# loop_control_fsm

==> loop_control_fsm/met1.png <==
Scale bar: 20 um. Supply wires on this layer in gray.
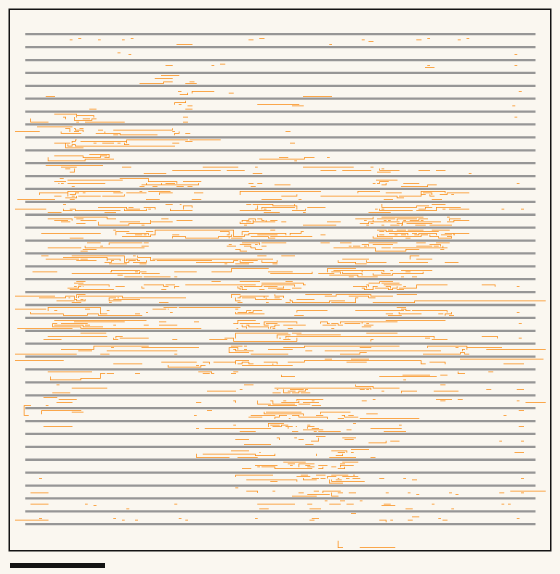

==> src/rtl/loop_control_fsm.sv <==
// loop_control_fsm: edge-triggered N-chunk transport controller for the looper
module loop_control_fsm #(
  parameter int NUM_CHUNKS  = 8,
  parameter int ADDR_W      = 23,
  parameter int CHUNK_LOG2  = 20,
  parameter int TIMEOUT_CYC = 1024
) (
  input  logic                  i_clk,
  input  logic                  i_rst,
  input  logic                  i_rec_btn,
  input  logic                  i_play_btn,
  input  logic                  i_mix_btn,
  input  logic                  i_stop_btn,
  input  logic [NUM_CHUNKS-1:0] i_trig,
  input  logic [NUM_CHUNKS-1:0] i_sw,
  input  logic [NUM_CHUNKS-1:0] i_mute,
  input  logic [1:0]            i_speed,
  input  logic                  i_rec_done,
  input  logic                  i_play_done,
  input  logic                  i_mix_done,
  output logic [2:0]            o_mode,
  output logic                  o_rec_start,
  output logic                  o_play_start,
  output logic                  o_mix_start,
  output logic                  o_stop,
  output logic [ADDR_W-1:0]     o_rec_addr,
  output logic [ADDR_W-1:0]     o_play_addr,
  output logic [ADDR_W-1:0]     o_mix_rec_addr,
  output logic [1:0]            o_play_speed,
  output logic [NUM_CHUNKS-1:0] o_mix_mask,
  output logic                  o_mix_rec_en,
  output logic                  o_err
);
  localparam int WD_W = $clog2(TIMEOUT_CYC + 1);
  typedef enum logic [2:0] {IDLE, REC_ARM, REC, PLAY, MIX, DRAIN} state_t;
  state_t state_q, src_q;
  logic rec_q, play_q, mix_q, stop_q;
  logic [NUM_CHUNKS-1:0] trig_q, trig_e;
  logic [WD_W-1:0] wd_q;
  logic rec_e, play_e, mix_e, stop_e, sw_one, drain_done, wd_end;
  logic [ADDR_W-1:0] sw_addr, trig_addr;
  // lowest set bit selects the chunk; for a one-hot vector that is the only bit
  function automatic logic [ADDR_W-1:0] base(input logic [NUM_CHUNKS-1:0] v);
    base = '0;
    for (int i = NUM_CHUNKS - 1; i >= 0; i--)
      if (v[i]) base = ADDR_W'(i) << CHUNK_LOG2;
  endfunction
  assign rec_e      = i_rec_btn & ~rec_q;
  assign play_e     = i_play_btn & ~play_q;
  assign mix_e      = i_mix_btn & ~mix_q;
  assign stop_e     = i_stop_btn & ~stop_q;
  assign trig_e     = i_trig & ~trig_q & ~i_mute;
  assign sw_one     = $onehot(i_sw);
  assign sw_addr    = base(i_sw);
  assign trig_addr  = base(trig_e);
  assign wd_end     = wd_q == WD_W'(TIMEOUT_CYC - 1);
  assign drain_done = (src_q == REC && i_rec_done) || (src_q == PLAY && i_play_done) ||
                      (src_q == MIX && i_mix_done);
  assign o_mode     = state_q;
  always_ff @(posedge i_clk or posedge i_rst)
    if (i_rst) begin
      state_q        <= IDLE;
      src_q          <= IDLE;
      rec_q          <= 1'b0;
      play_q         <= 1'b0;
      mix_q          <= 1'b0;
      stop_q         <= 1'b0;
      trig_q         <= '0;
      wd_q           <= '0;
      o_rec_start    <= 1'b0;
      o_play_start   <= 1'b0;
      o_mix_start    <= 1'b0;
      o_stop         <= 1'b0;
      o_rec_addr     <= '0;
      o_play_addr    <= '0;
      o_mix_rec_addr <= '0;
      o_play_speed   <= '0;
      o_mix_mask     <= '0;
      o_mix_rec_en   <= 1'b0;
      o_err          <= 1'b0;
    end else begin
      rec_q        <= i_rec_btn;
      play_q       <= i_play_btn;
      mix_q        <= i_mix_btn;
      stop_q       <= i_stop_btn;
      trig_q       <= i_trig;
      o_rec_start  <= 1'b0;
      o_play_start <= 1'b0;
      o_mix_start  <= 1'b0;
      o_stop       <= 1'b0;
      o_err        <= 1'b0;
      case (state_q)
        IDLE:
          if (rec_e) state_q <= REC_ARM;
          else if (play_e) state_q <= PLAY;
          else if (mix_e) begin
            state_q      <= MIX;
            o_mix_mask   <= '0;
            o_mix_rec_en <= sw_one;
            o_mix_start  <= 1'b1;
            if (sw_one) o_mix_rec_addr <= sw_addr;
          end
        REC_ARM:
          if (stop_e) state_q <= IDLE;
          else if (sw_one) begin
            state_q     <= REC;
            o_rec_addr  <= sw_addr;
            o_rec_start <= 1'b1;
          end
        REC:
          if (stop_e) begin
            state_q <= DRAIN;
            src_q   <= REC;
            wd_q    <= '0;
            o_stop  <= 1'b1;
          end else if (i_rec_done) state_q <= IDLE;
        PLAY:
          if (stop_e) begin
            state_q <= DRAIN;
            src_q   <= PLAY;
            wd_q    <= '0;
            o_stop  <= 1'b1;
          end else if (|trig_e) begin
            o_play_addr  <= trig_addr;
            o_play_speed <= i_speed;
            o_play_start <= 1'b1;
          end else if (i_play_done) state_q <= IDLE;
        MIX: begin
          o_mix_mask <= (o_mix_mask ^ trig_e) & ~i_mute;
          if (stop_e) begin
            state_q <= DRAIN;
            src_q   <= MIX;
            wd_q    <= '0;
            o_stop  <= 1'b1;
          end else if (i_mix_done) state_q <= IDLE;
        end
        DRAIN:
          if (drain_done) state_q <= IDLE;
          else if (wd_end) begin
            state_q <= IDLE;
            o_err   <= 1'b1;
          end else wd_q <= wd_q + 1'b1;
        default: state_q <= IDLE;
      endcase
    end
endmodule

==> config.mk <==
export PLATFORM = sky130hd
export DESIGN_NAME = loop_control_fsm
export DESIGN_NICKNAME = d
export VERILOG_FILES = /design/src/rtl/loop_control_fsm.sv
export SDC_FILE = /design/constraint.sdc
export NUM_CORES = 1
export LEC_CHECK = 0
export ABC_CLOCK_PERIOD_IN_PS = 3200
export CORE_MARGIN = 3
export CORE_UTILIZATION = 28
export CTS_BUF_LIST = sky130_fd_sc_hd__clkbuf_4
export DETAILED_ROUTE_END_ITERATION = 10
export GPL_TIMING_DRIVEN = 0
export PLACE_DENSITY_LB_ADDON = 0.3
export SYNTH_ARGS = -nofsm -noshare
export SYNTH_HDL_FRONTEND = slang
export SYNTH_SLANG_ARGS = --single-unit
==> constraint.sdc <==
create_clock -name i_clk -period 3.2 [get_ports i_clk]
set_clock_uncertainty 0.1 [all_clocks]
set_input_delay 0.48 -clock i_clk [delete_from_list [all_inputs] [get_ports i_clk]]
set_output_delay 0.48 -clock i_clk [all_outputs]
set_load 0.03 [all_outputs]
# fir_mac_tap_sequencer_flat

File: src/rtl/fir_pkg.sv
// fir_pkg: shared widths, FSM states and the output round/saturate helper for the FIR tap sequencer.
package fir_pkg;
  localparam int A_W = 18;
  localparam int B_W = 36;
  localparam int ACC_W = 68;
  localparam int OUT_W = 36;
  typedef enum logic [1:0] {IDLE, RUN, DRAIN, OUT} state_t;
  // Round half-up at bit shift-1, arithmetic shift, clamp to signed OUT_W, sign-extend to ACC_W.
  function automatic logic signed [ACC_W-1:0] round_sat(input logic signed [ACC_W-1:0] x, input int shift);
    logic signed [ACC_W:0] one, hi, lo, t;
    one = (ACC_W+1)'(1);
    hi = (one <<< (OUT_W - 1)) - one;
    lo = -hi - one;
    t = ((ACC_W+1)'(x) + (one <<< (shift - 1))) >>> shift;
    return t > hi ? hi[ACC_W-1:0] : t < lo ? lo[ACC_W-1:0] : t[ACC_W-1:0];
  endfunction
endpackage

File: src/rtl/fir_mac_tap_sequencer_if.sv
// fir_mac_tap_sequencer_if: operand/accumulator link between the tap sequencer and the MAC wrapper.
interface fir_mac_tap_sequencer_if;
  import fir_pkg::*;
  logic signed [A_W-1:0] mac_a;
  logic signed [B_W-1:0] mac_b;
  logic mac_en;
  logic mac_clr;
  logic signed [ACC_W-1:0] mac_out;
  modport master (output mac_a, mac_b, mac_en, mac_clr, input mac_out);
  modport slave (input mac_a, mac_b, mac_en, mac_clr, output mac_out);
endinterface

File: src/rtl/fir_sample_ring.sv
// fir_sample_ring: NTAPS-deep circular sample history; read port addressed as offset back from newest.
module fir_sample_ring import fir_pkg::*; #(
  parameter int NTAPS = 16
) (
  input logic clock,
  input logic reset,
  input logic we,
  input logic adv,
  input logic signed [B_W-1:0] wdata,
  input logic [$clog2(NTAPS)-1:0] offset,
  output logic signed [B_W-1:0] rdata
);
  localparam int AW = $clog2(NTAPS);
  logic signed [B_W-1:0] ring_q [NTAPS];
  logic signed [B_W-1:0] ring_d [NTAPS];
  logic [AW-1:0] wptr_q, wptr_d;
  always_comb begin
    ring_d = ring_q;
    if (we) ring_d[wptr_q] = wdata;
    wptr_d = adv ? wptr_q + 1'b1 : wptr_q;
  end
  always_ff @(posedge clock) begin
    if (reset) begin
      ring_q <= '{default: '0};
      wptr_q <= '0;
    end else begin
      ring_q <= ring_d;
      wptr_q <= wptr_d;
    end
  end
  assign rdata = ring_q[wptr_q - offset];
endmodule

File: src/rtl/fir_mac_tap_sequencer.sv
// fir_mac_tap_sequencer: per input sample, streams NTAPS coef/sample pairs to the MAC and captures the sum.
// Define FIR_ROUND_SAT_EN to round, shift by OUT_SHIFT and saturate the captured sum to 36 bits.
module fir_mac_tap_sequencer import fir_pkg::*; #(
  parameter int NTAPS = 16,
  parameter int MAC_LAT = 3,
  parameter int OUT_SHIFT = 17
) (
  input logic clock,
  input logic reset,
  input logic signed [B_W-1:0] din,
  input logic din_valid,
  output logic din_ready,
  input logic coef_we,
  input logic [$clog2(NTAPS)-1:0] coef_waddr,
  input logic signed [A_W-1:0] coef_wdata,
  fir_mac_tap_sequencer_if.master mac,
  output logic signed [ACC_W-1:0] dout,
  output logic dout_valid
);
  localparam int AW = $clog2(NTAPS);
  localparam int CW = $clog2(MAC_LAT + 1);
  if (NTAPS < 2 || NTAPS > 64 || (NTAPS & (NTAPS - 1)) != 0 || MAC_LAT < 1 ||
      OUT_SHIFT < 1 || OUT_SHIFT >= ACC_W) begin : g_cfg_check
    $error("fir_mac_tap_sequencer: unsupported parameter set");
  end
  state_t state_q, state_d;
  logic [AW-1:0] k_q, k_d;
  logic [CW-1:0] cnt_q, cnt_d;
  logic signed [A_W-1:0] coef_q [NTAPS];
  logic signed [A_W-1:0] coef_d [NTAPS];
  logic signed [A_W-1:0] mac_a_q, mac_a_d;
  logic signed [B_W-1:0] mac_b_q, mac_b_d;
  logic mac_en_q, mac_en_d, mac_clr_q, mac_clr_d;
  logic signed [ACC_W-1:0] dout_q, dout_d, fin;
  logic dout_valid_q, dout_valid_d;
  logic signed [B_W-1:0] ring_rd;
  logic accept;
  assign din_ready = state_q == IDLE && !reset;
  assign accept = din_valid && din_ready;
  fir_sample_ring #(.NTAPS(NTAPS)) u_ring (
    .clock (clock),
    .reset (reset),
    .we    (accept),
    .adv   (state_q == OUT),
    .wdata (din),
    .offset(k_q),
    .rdata (ring_rd)
  );
`ifdef FIR_ROUND_SAT_EN
  assign fin = round_sat(mac.mac_out, OUT_SHIFT);
`else
  assign fin = mac.mac_out;
`endif
  // Operands hold through DRAIN so the MAC inputs stay quiet until the next sample.
  always_comb begin
    state_d = state_q;
    k_d = k_q;
    cnt_d = cnt_q;
    coef_d = coef_q;
    if (coef_we) coef_d[coef_waddr] = coef_wdata;
    mac_en_d = state_q == RUN;
    mac_clr_d = state_q == RUN && k_q == '0;
    mac_a_d = state_q == RUN ? coef_q[k_q] : mac_a_q;
    mac_b_d = state_q == RUN ? ring_rd : mac_b_q;
    dout_valid_d = state_q == OUT;
    dout_d = state_q == OUT ? fin : dout_q;
    case (state_q)
      IDLE: begin
        state_d = accept ? RUN : IDLE;
        k_d = '0;
      end
      RUN: begin
        k_d = k_q + 1'b1;
        state_d = k_q == AW'(NTAPS - 1) ? DRAIN : RUN;
        cnt_d = CW'(MAC_LAT);
      end
      DRAIN: begin
        cnt_d = cnt_q - 1'b1;
        state_d = cnt_q == CW'(1) ? OUT : DRAIN;
      end
      default: state_d = IDLE;
    endcase
  end
  always_ff @(posedge clock) begin
    if (reset) begin
      state_q <= IDLE;
      k_q <= '0;
      cnt_q <= '0;
      coef_q <= '{default: '0};
      mac_a_q <= '0;
      mac_b_q <= '0;
      mac_en_q <= 1'b0;
      mac_clr_q <= 1'b0;
      dout_q <= '0;
      dout_valid_q <= 1'b0;
    end else begin
      state_q <= state_d;
      k_q <= k_d;
      cnt_q <= cnt_d;
      coef_q <= coef_d;
      mac_a_q <= mac_a_d;
      mac_b_q <= mac_b_d;
      mac_en_q <= mac_en_d;
      mac_clr_q <= mac_clr_d;
      dout_q <= dout_d;
      dout_valid_q <= dout_valid_d;
    end
  end
  assign mac.mac_a = mac_a_q;
  assign mac.mac_b = mac_b_q;
  assign mac.mac_en = mac_en_q;
  assign mac.mac_clr = mac_clr_q;
  assign dout = dout_q;
  assign dout_valid = dout_valid_q;
endmodule

File: src/flat_wrapper.sv
// flat-port wrapper written by rule: the top's interface ports become plain ports
module fir_mac_tap_sequencer_flat import fir_pkg::*;
#(
  parameter int NTAPS = 16,
  parameter int MAC_LAT = 3,
  parameter int OUT_SHIFT = 17
)
  (clock, reset, din, din_valid, din_ready, coef_we, coef_waddr, coef_wdata, dout, dout_valid, mac_mac_a, mac_mac_b, mac_mac_en, mac_mac_clr, mac_mac_out);
  fir_mac_tap_sequencer_if mac_i ();
  input logic clock;
  input logic reset;
  input logic signed [B_W-1:0] din;
  input logic din_valid;
  output logic din_ready;
  input logic coef_we;
  input logic [$clog2(NTAPS)-1:0] coef_waddr;
  input logic signed [A_W-1:0] coef_wdata;
  output logic signed [ACC_W-1:0] dout;
  output logic dout_valid;
  output wire logic [$bits(mac_i.mac_a)-1:0] mac_mac_a;
  output wire logic [$bits(mac_i.mac_b)-1:0] mac_mac_b;
  output wire logic [$bits(mac_i.mac_en)-1:0] mac_mac_en;
  output wire logic [$bits(mac_i.mac_clr)-1:0] mac_mac_clr;
  input wire logic [$bits(mac_i.mac_out)-1:0] mac_mac_out;
  assign mac_mac_a = mac_i.mac_a;
  assign mac_mac_b = mac_i.mac_b;
  assign mac_mac_en = mac_i.mac_en;
  assign mac_mac_clr = mac_i.mac_clr;
  assign mac_i.mac_out = mac_mac_out;
  fir_mac_tap_sequencer #(.NTAPS(NTAPS), .MAC_LAT(MAC_LAT), .OUT_SHIFT(OUT_SHIFT)) u_core (.clock(clock), .reset(reset), .din(din), .din_valid(din_valid), .din_ready(din_ready), .coef_we(coef_we), .coef_waddr(coef_waddr), .coef_wdata(coef_wdata), .mac(mac_i), .dout(dout), .dout_valid(dout_valid));
endmodule
File: config.mk
export PLATFORM = sky130hd
export DESIGN_NAME = fir_mac_tap_sequencer_flat
export DESIGN_NICKNAME = d
export VERILOG_FILES = /design/src/rtl/fir_pkg.sv /design/src/rtl/fir_mac_tap_sequencer_if.sv /design/src/rtl/fir_sample_ring.sv /design/src/rtl/fir_mac_tap_sequencer.sv /design/src/flat_wrapper.sv
export SDC_FILE = /design/constraint.sdc
export NUM_CORES = 2
export LEC_CHECK = 0
export CAP_MARGIN = 15
export CORE_MARGIN = 2
export CORE_UTILIZATION = 30
export DETAILED_ROUTE_END_ITERATION = 6
export GPL_ROUTABILITY_DRIVEN = 0
export PLACE_DENSITY = 0.44
export SYNTH_ARGS = -nofsm -noshare
export SYNTH_HDL_FRONTEND = slang
export SYNTH_HIERARCHICAL = 1
export SYNTH_SLANG_ARGS = --single-unit
File: constraint.sdc
create_clock -name clock -period 2.85 [get_ports clock]
set_input_delay 0.57 -clock clock [delete_from_list [all_inputs] [get_ports clock]]
set_output_delay 0.57 -clock clock [all_outputs]
set_load 0.05 [all_outputs]
# aesl_dl_cycle_monitor

File: src/rtl/aesl_dl_pkg.sv
// ============================================================================
// Module   : aesl_dl_pkg
// Brief    : Shared types and helpers for the dataflow deadlock cycle monitor.
// Revision : 1.0 - initial release
// ============================================================================
`default_nettype none

package aesl_dl_pkg;

  typedef enum logic [1:0] {
    DL_IDLE   = 2'd0,
    DL_WALK   = 2'd1,
    DL_REPORT = 2'd2
  } dl_state_e;

  localparam int DL_TS_W = 32;

  // Index width that never collapses to zero bits.
  function automatic int dl_clog2(input int n);
    return (n <= 2) ? 1 : $clog2(n);
  endfunction

endpackage

`default_nettype wire

File: src/rtl/aesl_dl_stall_ctr.sv
// ============================================================================
// Module   : aesl_dl_stall_ctr
// Brief    : Per-process saturating stall counter over a stable wait target.
// Revision : 1.0 - initial release
// ============================================================================
`default_nettype none

module aesl_dl_stall_ctr
  import aesl_dl_pkg::*;
#(
  parameter int NUM_PROC     = 2,
  parameter int STALL_THRESH = 16,
  parameter int IDX_W        = 1
) (
  input  logic             clock,
  input  logic             reset,
  input  logic             blk,
  input  logic [IDX_W-1:0] wait_on,
  input  logic             clr,
  output logic             stalled
);

  localparam int               CNT_W   = dl_clog2(STALL_THRESH + 1);
  localparam logic [CNT_W-1:0] CNT_MAX = CNT_W'(STALL_THRESH);

  logic [CNT_W-1:0] cnt_d, cnt_q;
  logic [IDX_W-1:0] prev_d, prev_q;
  logic             prev_vld_d, prev_vld_q;
  logic             in_range;
  logic             same_target;

  // Right after reset there is no previous target, so nothing can differ.
  always_comb begin
    in_range    = (int'(wait_on) < NUM_PROC);
    same_target = !prev_vld_q || (wait_on == prev_q);
    cnt_d       = cnt_q;
    prev_d      = wait_on;
    prev_vld_d  = 1'b1;
    if (clr || !blk || !in_range || !same_target) begin
      cnt_d = '0;
    end else if (cnt_q != CNT_MAX) begin
      cnt_d = cnt_q + CNT_W'(1);
    end
  end

  always_ff @(posedge clock or posedge reset) begin
    if (reset) begin
      cnt_q      <= '0;
      prev_q     <= '0;
      prev_vld_q <= 1'b0;
    end else begin
      cnt_q      <= cnt_d;
      prev_q     <= prev_d;
      prev_vld_q <= prev_vld_d;
    end
  end

  assign stalled = (cnt_q == CNT_MAX);

endmodule

`default_nettype wire

File: src/rtl/aesl_dl_cycle_monitor.sv
// ============================================================================
// Module   : aesl_dl_cycle_monitor
// Brief    : Wait-for-graph walker that latches a confirmed deadlock cycle.
//            Optional macro AESL_DL_TIMESTAMP_EN adds a cycle timestamp output.
// Revision : 1.0 - initial release
// ============================================================================
`default_nettype none

module aesl_dl_cycle_monitor
  import aesl_dl_pkg::*;
#(
  parameter  int NUM_PROC     = 2,
  parameter  int STALL_THRESH = 16,
  localparam int IDX_W        = dl_clog2(NUM_PROC)
) (
  input  logic                      clock,
  input  logic                      reset,
  input  logic [NUM_PROC-1:0]       proc_blk,
  input  logic [NUM_PROC*IDX_W-1:0] proc_wait_on,
  input  logic                      dl_clear,
  output logic                      busy,
  output logic                      dl_detect,
  output logic [IDX_W-1:0]          dl_origin,
  output logic [NUM_PROC-1:0]       dl_cycle_mask,
`ifdef AESL_DL_TIMESTAMP_EN
  output logic [DL_TS_W-1:0]        dl_timestamp,
`endif
  output logic [IDX_W:0]            dl_len
);

  localparam int PAD_N = 1 << IDX_W;

  logic [NUM_PROC-1:0]    stalled;
  logic [PAD_N-1:0]       stalled_pad;
  logic [PAD_N-1:0]       visited_pad;
  logic [PAD_N*IDX_W-1:0] wait_pad;
  logic [IDX_W-1:0]       wait_arr [PAD_N];
  logic                   clr_ctr;

  for (genvar gi = 0; gi < NUM_PROC; gi++) begin : g_stall
    aesl_dl_stall_ctr #(
      .NUM_PROC     (NUM_PROC),
      .STALL_THRESH (STALL_THRESH),
      .IDX_W        (IDX_W)
    ) u_ctr (
      .clock   (clock),
      .reset   (reset),
      .blk     (proc_blk[gi]),
      .wait_on (proc_wait_on[gi*IDX_W +: IDX_W]),
      .clr     (clr_ctr),
      .stalled (stalled[gi])
    );
  end

  dl_state_e             state_d, state_q;
  logic [IDX_W-1:0]      origin_d, origin_q;
  logic [IDX_W-1:0]      cur_d, cur_q;
  logic [NUM_PROC-1:0]   visited_d, visited_q;
  logic [IDX_W:0]        len_d, len_q;
  logic [IDX_W-1:0]      rr_ptr_d, rr_ptr_q;
  logic [IDX_W-1:0]      dl_origin_d, dl_origin_q;
  logic [NUM_PROC-1:0]   dl_mask_d, dl_mask_q;
  logic [IDX_W:0]        dl_len_d, dl_len_q;
  logic                  sel_found;
  logic [IDX_W-1:0]      sel_idx;
  logic [IDX_W-1:0]      nxt;

  // Power-of-two padding keeps every lookup indexed by an in-range value.
  always_comb begin
    stalled_pad = PAD_N'(stalled);
    visited_pad = PAD_N'(visited_q);
    wait_pad    = (PAD_N*IDX_W)'(proc_wait_on);
    for (int i = 0; i < PAD_N; i++) begin
      wait_arr[i] = wait_pad[i*IDX_W +: IDX_W];
    end
    nxt = wait_arr[cur_q];
  end

  // First stalled process at or after rr_ptr, circularly.
  always_comb begin
    int               j;
    logic [IDX_W-1:0] j_idx;
    sel_found = 1'b0;
    sel_idx   = '0;
    j         = 0;
    j_idx     = '0;
    for (int k = 0; k < NUM_PROC; k++) begin
      j = int'(rr_ptr_q) + k;
      if (j >= NUM_PROC) begin
        j = j - NUM_PROC;
      end
      j_idx = IDX_W'(j);
      if (!sel_found && stalled_pad[j_idx]) begin
        sel_found = 1'b1;
        sel_idx   = j_idx;
      end
    end
  end

  always_comb begin
    state_d     = state_q;
    origin_d    = origin_q;
    cur_d       = cur_q;
    visited_d   = visited_q;
    len_d       = len_q;
    rr_ptr_d    = rr_ptr_q;
    dl_origin_d = dl_origin_q;
    dl_mask_d   = dl_mask_q;
    dl_len_d    = dl_len_q;
    clr_ctr     = 1'b0;
    busy        = 1'b0;
    dl_detect   = 1'b0;
    unique case (state_q)
      DL_IDLE: begin
        if (sel_found) begin
          origin_d  = sel_idx;
          cur_d     = sel_idx;
          visited_d = NUM_PROC'(1) << sel_idx;
          len_d     = (IDX_W+1)'(1);
          state_d   = DL_WALK;
        end
      end
      DL_WALK: begin
        busy = 1'b1;
        if (!stalled_pad[nxt]) begin
          rr_ptr_d = (origin_q == IDX_W'(NUM_PROC - 1)) ? '0 : origin_q + IDX_W'(1);
          state_d  = DL_IDLE;
        end else if (nxt == origin_q) begin
          dl_origin_d = origin_q;
          dl_mask_d   = visited_q;
          dl_len_d    = len_q;
          state_d     = DL_REPORT;
        end else if (visited_pad[nxt]) begin
          // Origin sits on a tail; restart the search on the loop itself.
          rr_ptr_d = nxt;
          state_d  = DL_IDLE;
        end else begin
          visited_d = visited_q | (NUM_PROC'(1) << nxt);
          cur_d     = nxt;
          len_d     = len_q + (IDX_W+1)'(1);
        end
      end
      DL_REPORT: begin
        dl_detect = 1'b1;
        if (dl_clear) begin
          clr_ctr     = 1'b1;
          dl_origin_d = '0;
          dl_mask_d   = '0;
          dl_len_d    = '0;
          state_d     = DL_IDLE;
        end
      end
      default: state_d = DL_IDLE;
    endcase
  end

  always_ff @(posedge clock or posedge reset) begin
    if (reset) begin
      state_q     <= DL_IDLE;
      origin_q    <= '0;
      cur_q       <= '0;
      visited_q   <= '0;
      len_q       <= '0;
      rr_ptr_q    <= '0;
      dl_origin_q <= '0;
      dl_mask_q   <= '0;
      dl_len_q    <= '0;
    end else begin
      state_q     <= state_d;
      origin_q    <= origin_d;
      cur_q       <= cur_d;
      visited_q   <= visited_d;
      len_q       <= len_d;
      rr_ptr_q    <= rr_ptr_d;
      dl_origin_q <= dl_origin_d;
      dl_mask_q   <= dl_mask_d;
      dl_len_q    <= dl_len_d;
    end
  end

  assign dl_origin     = dl_origin_q;
  assign dl_cycle_mask = dl_mask_q;
  assign dl_len        = dl_len_q;

`ifdef AESL_DL_TIMESTAMP_EN
  logic [DL_TS_W-1:0] ts_d, ts_q;
  logic [DL_TS_W-1:0] dl_ts_d, dl_ts_q;

  always_comb begin
    ts_d    = ts_q + DL_TS_W'(1);
    dl_ts_d = dl_ts_q;
    if (state_q == DL_WALK && state_d == DL_REPORT) begin
      dl_ts_d = ts_q;
    end else if (state_q == DL_REPORT && state_d == DL_IDLE) begin
      dl_ts_d = '0;
    end
  end

  always_ff @(posedge clock or posedge reset) begin
    if (reset) begin
      ts_q    <= '0;
      dl_ts_q <= '0;
    end else begin
      ts_q    <= ts_d;
      dl_ts_q <= dl_ts_d;
    end
  end

  assign dl_timestamp = dl_ts_q;
`endif

endmodule

`default_nettype wire

File: config.mk
export PLATFORM = sky130hd
export DESIGN_NAME = aesl_dl_cycle_monitor
export DESIGN_NICKNAME = d
export VERILOG_FILES = /design/src/rtl/aesl_dl_pkg.sv /design/src/rtl/aesl_dl_stall_ctr.sv /design/src/rtl/aesl_dl_cycle_monitor.sv
export SDC_FILE = /design/constraint.sdc
export NUM_CORES = 1
export LEC_CHECK = 0
export ABC_AREA = 1
export CAP_MARGIN = 10
export CORE_MARGIN = 1
export CORE_UTILIZATION = 31
export CTS_CLUSTER_SIZE = 10
export DETAILED_ROUTE_END_ITERATION = 8
export PLACE_DENSITY = 0.52
export SLEW_MARGIN = 0
export SYNTH_ARGS = -nofsm -noshare
export SYNTH_HDL_FRONTEND = slang
export SYNTH_SLANG_ARGS = --single-unit
File: constraint.sdc
create_clock -name clock -period 1.5 [get_ports clock]
set_input_delay 0.3 -clock clock [delete_from_list [all_inputs] [get_ports clock]]
set_output_delay 0.3 -clock clock [all_outputs]
set_load 0.02 [all_outputs]
# divisor_secuencial_flat

$ cat src/rtl/divisor_secuencial_if.sv
// Handshake and operand/result bundle between the control unit and the sequential divider.
interface divisor_secuencial_if #(
    parameter int N = 8
);
    logic         start;
    logic [N-1:0] dividend;
    logic [N-1:0] divisor;
    logic         busy;
    logic         done;
    logic [N-1:0] quotient;
    logic [N-1:0] remainder;
    logic         div_by_zero;

    modport master (
        output start, dividend, divisor,
        input  busy, done, quotient, remainder, div_by_zero
    );

    modport slave (
        input  start, dividend, divisor,
        output busy, done, quotient, remainder, div_by_zero
    );
endinterface

$ cat src/rtl/divisor_secuencial.sv
// Multi-cycle unsigned restoring divider: one quotient bit per clock by trial subtraction,
// done pulses for one cycle with registered quotient/remainder held until the next result.
module divisor_secuencial #(
    parameter int N = 8
) (
    input  logic                   clk,
    input  logic                   reset,
    divisor_secuencial_if.slave    bus
);
    localparam int CW = $clog2(N + 1);

    typedef enum logic [1:0] {IDLE, RUN, DONE} state_t;

    state_t        state;
    logic [N-1:0]  q_reg;
    logic [N-1:0]  rem_acc;
    logic [N-1:0]  divisor_reg;
    logic [CW-1:0] count;

    logic [N:0]    shifted;
    logic [N:0]    step_res;
    logic          no_borrow;
    logic [N-1:0]  rem_next;
    logic [N-1:0]  q_next;

    // Trial subtraction as a + ~b + 1; returns {no_borrow, restored-or-reduced remainder}.
    function automatic logic [N:0] trial_step(input logic [N:0] a, input logic [N-1:0] b);
        logic [N+1:0] sum;
        sum = {1'b0, a} + {1'b0, ~{1'b0, b}} + {{(N+1){1'b0}}, 1'b1};
        return {sum[N+1], (sum[N+1] ? sum[N-1:0] : a[N-1:0])};
    endfunction

    always_comb begin
        shifted   = {rem_acc, q_reg[N-1]};
        step_res  = trial_step(shifted, divisor_reg);
        no_borrow = step_res[N];
        rem_next  = step_res[N-1:0];
        q_next    = {q_reg[N-2:0], no_borrow};
    end

    always_ff @(posedge clk) begin
        if (reset) begin
            state           <= IDLE;
            bus.busy        <= 1'b0;
            bus.done        <= 1'b0;
            bus.div_by_zero <= 1'b0;
            bus.quotient    <= '0;
            bus.remainder   <= '0;
        end else begin
            bus.done <= 1'b0;
            case (state)
                IDLE: begin
                    if (bus.start) begin
                        if (bus.divisor == '0) begin
                            // Zero divisor skips RUN entirely.
                            state           <= DONE;
                            bus.done        <= 1'b1;
                            bus.quotient    <= '1;
                            bus.remainder   <= bus.dividend;
                            bus.div_by_zero <= 1'b1;
                        end else begin
                            state       <= RUN;
                            bus.busy    <= 1'b1;
                            q_reg       <= bus.dividend;
                            rem_acc     <= '0;
                            divisor_reg <= bus.divisor;
                            count       <= CW'(N);
                        end
                    end
                end
                RUN: begin
                    q_reg   <= q_next;
                    rem_acc <= rem_next;
                    count   <= count - 1'b1;
                    if (count == CW'(1)) begin
                        state           <= DONE;
                        bus.busy        <= 1'b0;
                        bus.done        <= 1'b1;
                        bus.quotient    <= q_next;
                        bus.remainder   <= rem_next;
                        bus.div_by_zero <= 1'b0;
                    end
                end
                DONE:    state <= IDLE;
                default: state <= IDLE;
            endcase
        end
    end
endmodule
$ cat src/flat_wrapper.sv
// flat-port wrapper written by rule: the top's interface ports become plain ports
module divisor_secuencial_flat 
#(
    parameter int N = 8
)
  (clk, reset, bus_start, bus_dividend, bus_divisor, bus_busy, bus_done, bus_quotient, bus_remainder, bus_div_by_zero);
  divisor_secuencial_if #(.N(N)) bus_i ();
  input  logic clk;
  input  logic reset;
  input wire logic [$bits(bus_i.start)-1:0] bus_start;
  input wire logic [$bits(bus_i.dividend)-1:0] bus_dividend;
  input wire logic [$bits(bus_i.divisor)-1:0] bus_divisor;
  output wire logic [$bits(bus_i.busy)-1:0] bus_busy;
  output wire logic [$bits(bus_i.done)-1:0] bus_done;
  output wire logic [$bits(bus_i.quotient)-1:0] bus_quotient;
  output wire logic [$bits(bus_i.remainder)-1:0] bus_remainder;
  output wire logic [$bits(bus_i.div_by_zero)-1:0] bus_div_by_zero;
  assign bus_i.start = bus_start;
  assign bus_i.dividend = bus_dividend;
  assign bus_i.divisor = bus_divisor;
  assign bus_busy = bus_i.busy;
  assign bus_done = bus_i.done;
  assign bus_quotient = bus_i.quotient;
  assign bus_remainder = bus_i.remainder;
  assign bus_div_by_zero = bus_i.div_by_zero;
  divisor_secuencial #(.N(N)) u_core (.clk(clk), .reset(reset), .bus(bus_i));
endmodule
$ cat config.mk
export PLATFORM = sky130hd
export DESIGN_NAME = divisor_secuencial_flat
export DESIGN_NICKNAME = d
export VERILOG_FILES = /design/src/rtl/divisor_secuencial_if.sv /design/src/rtl/divisor_secuencial.sv /design/src/flat_wrapper.sv
export SDC_FILE = /design/constraint.sdc
export NUM_CORES = 1
export LEC_CHECK = 0
export ABC_AREA = 1
export CORE_UTILIZATION = 50
export DETAILED_ROUTE_END_ITERATION = 7
export PLACE_DENSITY = 0.86
export SETUP_SLACK_MARGIN = 0.05
export SYNTH_ARGS = -nofsm -noshare
export SYNTH_HDL_FRONTEND = slang
export SYNTH_SLANG_ARGS = --single-unit
$ cat constraint.sdc
create_clock -name clk -period 5.5 [get_ports clk]
set_clock_uncertainty 0.1 [all_clocks]
set_input_delay 0.55 -clock clk [delete_from_list [all_inputs] [get_ports clk]]
set_output_delay 0.55 -clock clk [all_outputs]
set_load 0.005 [all_outputs]

==> notes/layouts.md <==
Pictures saved along the way, in no particular order.

Congestion heat map.
picture 1
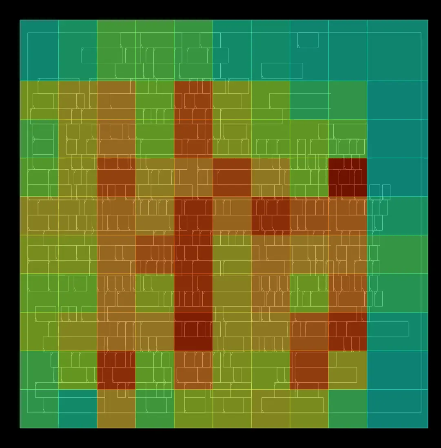
picture 2
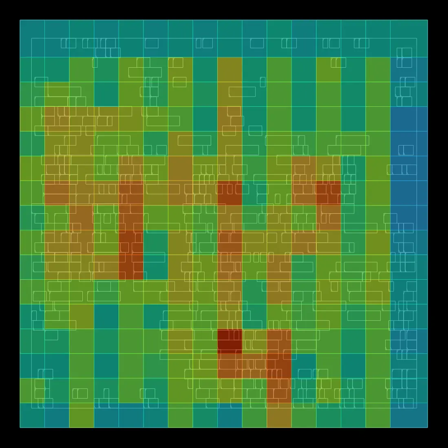
picture 3
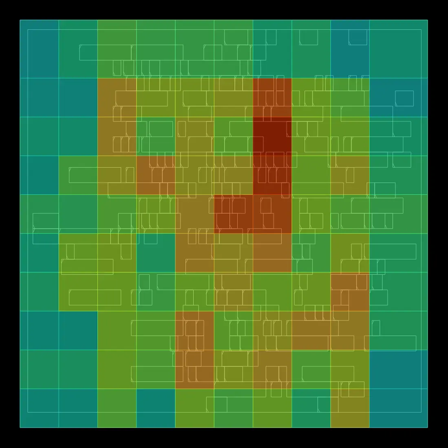
picture 4
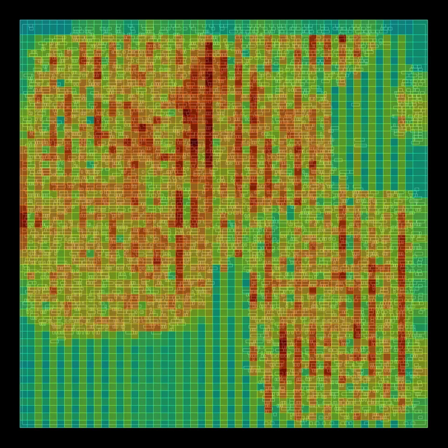
- highest utilization: picture 1
- lowest track usage: picture 2
For loop_control_fsm, see picture 2.
For aesl_dl_cycle_monitor, see picture 3.
For divisor_secuencial_flat, see picture 1.
For fir_mac_tap_sequencer_flat, see picture 4.

==> loop_control_fsm/clock_map.png <==
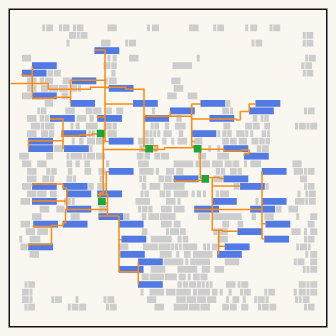
Blue marks flip-flops, count 54. Orange marks clock wires, length 674 um. Green marks cells driving clock nets, count 5.
There are 6 routed clock nets.

## Picture notes: loop_control_fsm/met1.png
The longest straight run is 31.3 um. 428 nets have wire on it. The wires run mostly horizontal.

==> datasheet_impl.txt, loop_control_fsm <==
Physical implementation characteristics

Parameter                              Value

Worst setup path
  Critical register-to-register path startpoint .................. o_mode[0]$_DFFE_PP0P_
  Internal reg-to-reg setup slack .................. roughly 980 ps
  Stage delay of the slowest cell on the critical path .................. roughly 550 ps

Logic synthesis
  Total of flip-flops plus latches after synthesis .................. roughly 54
  Adder share .................. 0.0399
  Total cells reported by yosys after synthesis .................. between 300 and 400
  Top cell types by occurrence after synthesis .................. sky130_fd_sc_hd__buf_4, sky130_fd_sc_hd__dfrtp_1, sky130_fd_sc_hd__inv_1, sky130_fd_sc_hd__nor2_1, sky130_fd_sc_hd__o21ai_0
  Avg Cell Area, Syn .................. 9.94 um^2
  Library cell occupying the most area in the post-synthesis netlist .................. sky130_fd_sc_hd__dfrtp_1

Cells and area
  Largest registers .................. wd_q: 11 flops, o_mix_mask: 8 flops, trig_q: 8 flops
  Number of standard cells in the layout, taps in and fillers out .................. about 600
  Share of cells above drive strength 1 .................. 0.244

Pwr
  Fraction of power consumed by the clock network .................. 0.138
  Seq pwr share .................. 0.360

Detailed routing
  DRC violation total after the first TritonRoute iteration .................. 65
  Via density per instance .................. 4.26
  Detailed route wirelength on metal3 .................. 625 um

Outcome
  Failing checks .................. negative setup slack
  Run status .................. finished, violations left

Final timing
  Worst Setup Slack, final .................. -600 ps
  Fin. max-slew vios .................. 0
  Count of endpoints failing setup in the final report .................. 11
  Transition time of the tightest slew-check pin .................. approximately 760 ps

Min path
  Worst Hold Class .................. in -> async

Floorplanning
  Floorplan utilization .................. 0.293
  Core ar. .................. between 10000 and 15000 um^2

Clock tree
  Clock insertion delay at the later pin of the skew report .................. around 370 ps
  TritonCTS clock tree .................. built
  Total number of clock tree sinks .................. ~54
-- loop_control_fsm: cell type report --
class                           instances  area [um^2]
Inverter                               21         83.8
Fill cell                            1143         6580
Multi-Input combinational cell        248         1640
Buffer                                 64          480
Tap cell                              140          175
Clock buffer                            5         37.5
Clock inverter                          3         42.5
Sequential cell                        54         1350
Timing Repair Buffer                   72          733
-- loop_control_fsm: layout by cell type (no fill, tap or decap), drive strengths merged, types with 13 or more instances in the layout --
cell type,netlist,layout
inv,20,21
dfrtp,54,54
a21oi,16,16
nand2,13,13
o21ai,18,18
buf,62,75
clkdlybuf4s50,0,58
conb,1,60
nor2,20,20
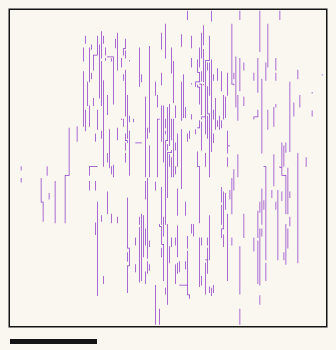
(aesl_dl_cycle_monitor/met2.png)
Scale bar: 20 um.
The wires run mostly vertical. 187 nets have wire on it.

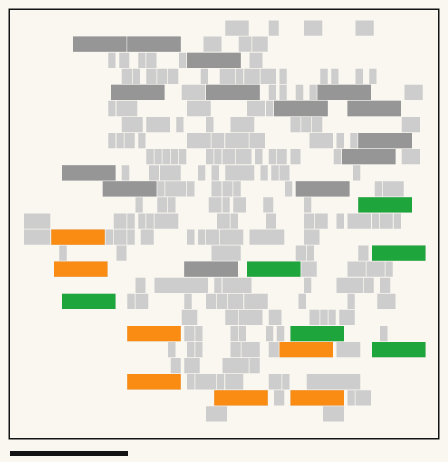
(aesl_dl_cycle_monitor/hierarchy.png)
Scale bar: 20 um. Other sequential cells in the stronger gray, the rest of the logic in the fainter gray.
Green marks g_stall[0], placed flops 6. Orange marks g_stall[1], placed flops 7.

==> datasheet_impl.txt, aesl_dl_cycle_monitor <==
Physical implementation characteristics

Parameter                              Value

Final timing
  Setup skew after layout .................. 6.72 ps
  Post-route worst hold slack .................. 253 ps
  Count of endpoints failing setup in the final report .................. 0
  Fin. max-slew vios .................. 0
  Number of failing hold endpoints at the final stage .................. 0

Cells and area
  Register with the most flip-flops .................. g_stall.u_ctr.cnt_q

Worst setup path
  Data arrival, critical path .................. roughly 1100 ps
  Total buffers and inverters traversed by the critical path .................. 3
  Ordered list of cells on the worst path .................. inv_2 > nand2_2 > clkinv_4 > clkdlybuf4s15_2

Pwr
  Combinational share of power .................. 0.222

Clock tree
  TritonCTS clock tree .................. built
  Number of levels the H-tree was split into .................. 1

Logic synthesis
  XOR/XNOR share of the synthesized area .................. 0.0285

Outcome
  Run status .................. complete, no violations

Min path
  Hold Crit Start .................. proc_wait_on[1]
aesl_dl_cycle_monitor: repair_timing:
action | in CTS | in global routing
gates resized | 9 | 26
setup buffers | 0 | 1
pin swaps | 0 | 10
hold buffers | 0 | 0
setup endpoints to repair | 7 | 15
aesl_dl_cycle_monitor: final cells by class:
type	instances	area, um^2	share of cell area
Sequential cell	27	676	0.345
Multi-Input combinational cell	140	837	0.427
Clock buffer	4	45.0	0.0230
Timing Repair Buffer	26	223	0.114
Tap cell	67	83.8	0.0428
Inverter	24	95.1	0.0485
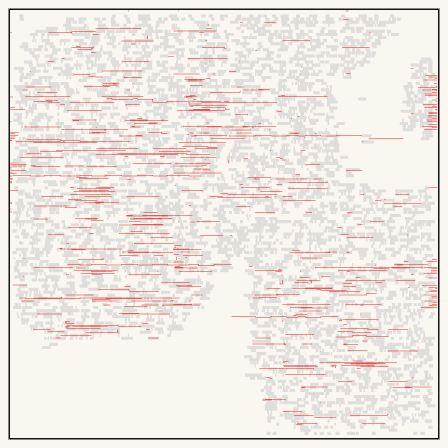
(fir_mac_tap_sequencer_flat/met3.png)
The wires run mostly horizontal. 318 nets have wire on it. The layer carries 8410 um of wire. The layer holds 5.3% of the routed length.

==> datasheet_impl.txt, fir_mac_tap_sequencer_flat <==
Physical implementation characteristics

Parameter                              Value

Outcome
  Run status .................. complete, no violations

Pwr
  Leakage power .................. ~17 nW
  Switch share .................. 0.239
  Power dissipated in combinational cells .................. between 1.5 and 2 mW

Cells and area
  Area Growth Syn to Fin .................. 23.4%
  Post-route core utilization .................. 0.373
  MI comb cells .................. approximately 3.5k
  Non-clock inverter count in the final layout .................. 11
  Antenna Diode Count .................. 7
  Layout non-clock buf frac .................. 0.102

Clock tree
  Hold buffer count at cts .................. 0
  Maximum count of clock buffers along a single path .................. 3
  Clock transition at the registers of the reported paths .................. 60 ps
  Number of gates resized after cts .................. 6

Detailed routing
  Pre-Repair DR Iteration Count .................. 5
  Antenna viol nets, final .................. 0

Worst setup path
  CP required .................. about 3500 ps
  Critical path start-end classification .................. reg -> reg

Final timing
  Final critical delay including setup and external delays .................. 2770 ps
  Setup skew after layout .................. 49.9 ps

Logic synthesis
  Prevailing logic family in the synthesized netlist .................. simple AND/OR/NAND/NOR gates
  Avg Cell Area, Syn .................. approximately 8.4 um^2
  Number of warning messages in the yosys log .................. 6
  Library cell occupying the most area in the post-synthesis netlist .................. sky130_fd_sc_hd__dfxtp_1
  Sequential share of the synthesized area .................. 0.474

Placement
  Pre-CTS WS .................. -122 ps
  Placed insts .................. 6891

Floorplanning
  Core ar. .................. ~140000 um^2
  Floorplan utilization .................. 0.303

Min path
  Hold Crit Start .................. reset
==> fir_mac_tap_sequencer_flat: metrics by stage <==
step           total power [mW]  setup TNS [ps]  hold slack, ps  area, um^2
3_5_place_dp               16.4           -1010             444       47800
6_report                   32.0               0             373       52100
3_3_place_gp               16.4            -870             438       47800
4_1_cts                    32.4               0             370       52100
5_1_grt                    33.1            -182             375       52100
2_1_floorplan              15.6               0             433       42300
==> fir_mac_tap_sequencer_flat: routing by layer <==
layer  up-vias  wire length, um  GRT usage
met5         -               13          0
met4         2             4170     0.0639
met3       209             8410     0.0325
met2       959            76900      0.360
met1     17500            70700      0.293
li1      17200                -          -
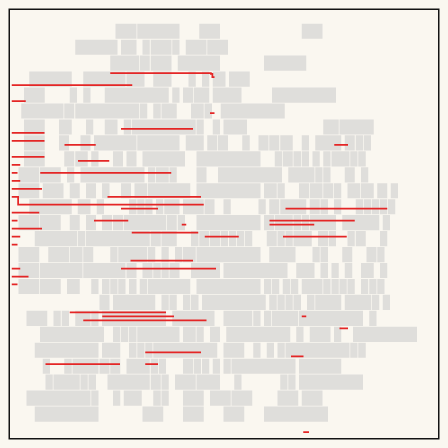
(divisor_secuencial_flat/met3.png)
37 nets have wire on it. The layer carries 356 um of wire. The wires run mostly horizontal. The layer holds 6.5% of the routed length. The longest straight run is 31.5 um.

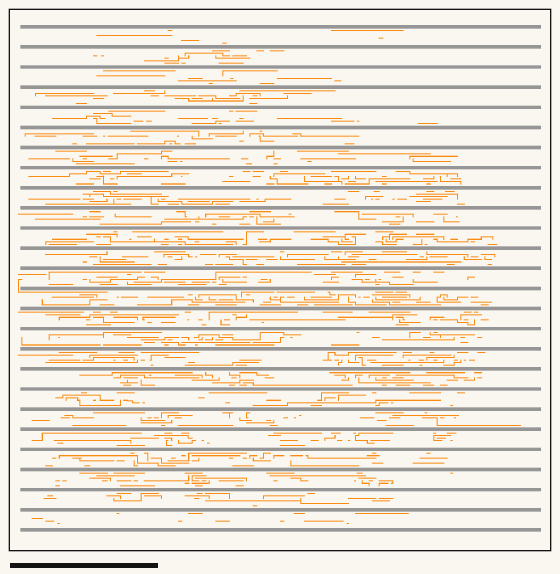
(divisor_secuencial_flat/met1.png)
Scale bar: 20 um. Supply wires on this layer in gray.
The wires run mostly horizontal. 339 nets have wire on it.

==> datasheet_impl.txt, divisor_secuencial_flat <==
Physical implementation characteristics

Parameter                              Value

Logic synthesis
  XOR/XNOR share of the synthesized area .................. 0.0139
  Total cells reported by yosys after synthesis .................. 295
  Total of flip-flops plus latches after synthesis .................. slightly below 50
  Area leader share .................. 0.334

Worst setup path
  Ordered list of cells on the worst path .................. inv_1 > nand2_2 > inv_1 > nor2_1 > inv_1 > nor2_1
  Stage delay of the slowest cell on the critical path .................. between 500 and 600 ps

Final timing
  Relative slew slack .................. 0.484

Clock tree
  TritonCTS clock tree .................. built
  CTS buffer count .................. 5

Pwr
  Combinational share of power .................. 0.461
  Fraction of power consumed by the clock network .................. 0.143
  Net Switching .................. 572 uW

Min path
  Number of instances on the worst hold path .................. 2

Floorplanning
  Floorplan utilization .................. 0.527
  # rows .................. 25
  Overall chip area .................. between 5000 and 6000 um^2
  Core ar. .................. roughly 4800 um^2

Placement
  Post-detailed-placement half-perimeter wirelength .................. around 4.1 mm

Outcome
  Run status .................. complete, no violations
divisor_secuencial_flat: tightest hold or removal path, delay by kind of cell, from the launching register on:
family | cells | cell delay (ps)
compound gates | 1 | 60
flops | 1 | 320
simple gates | 1 | 60
divisor_secuencial_flat: layout make-up:
type | instances | area [um^2] | area share
flip-flops and latches | 49 | 1260 | 0.416
multi-input cells | 193 | 1040 | 0.344
repair buffers | 38 | 378 | 0.125
inverters | 47 | 181 | 0.0599
well taps | 67 | 83.8 | 0.0277
clock buffers | 7 | 76.3 | 0.0252
clock inverters | 1 | 6.26 | 0.00206


==> gallery <==
Met2 routing.
image #1
Scale bar: 20 um.
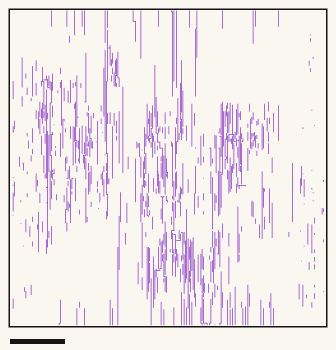
image #2
Scale bar: 100 um.
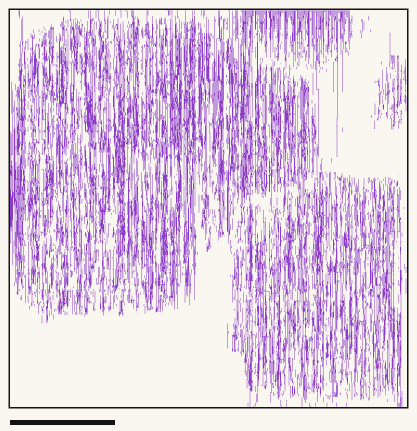
image #3
Scale bar: 20 um.
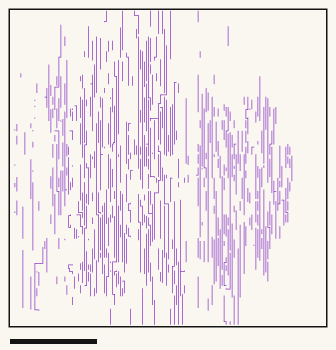
image #1 -> loop_control_fsm
image #2 -> fir_mac_tap_sequencer_flat
image #3 -> divisor_secuencial_flat

Key to image #1:
The longest straight run is 41.8 um. The layer holds 49% of the routed length. 423 nets have wire on it.

Power is estimated from default activity; no workload was simulated.
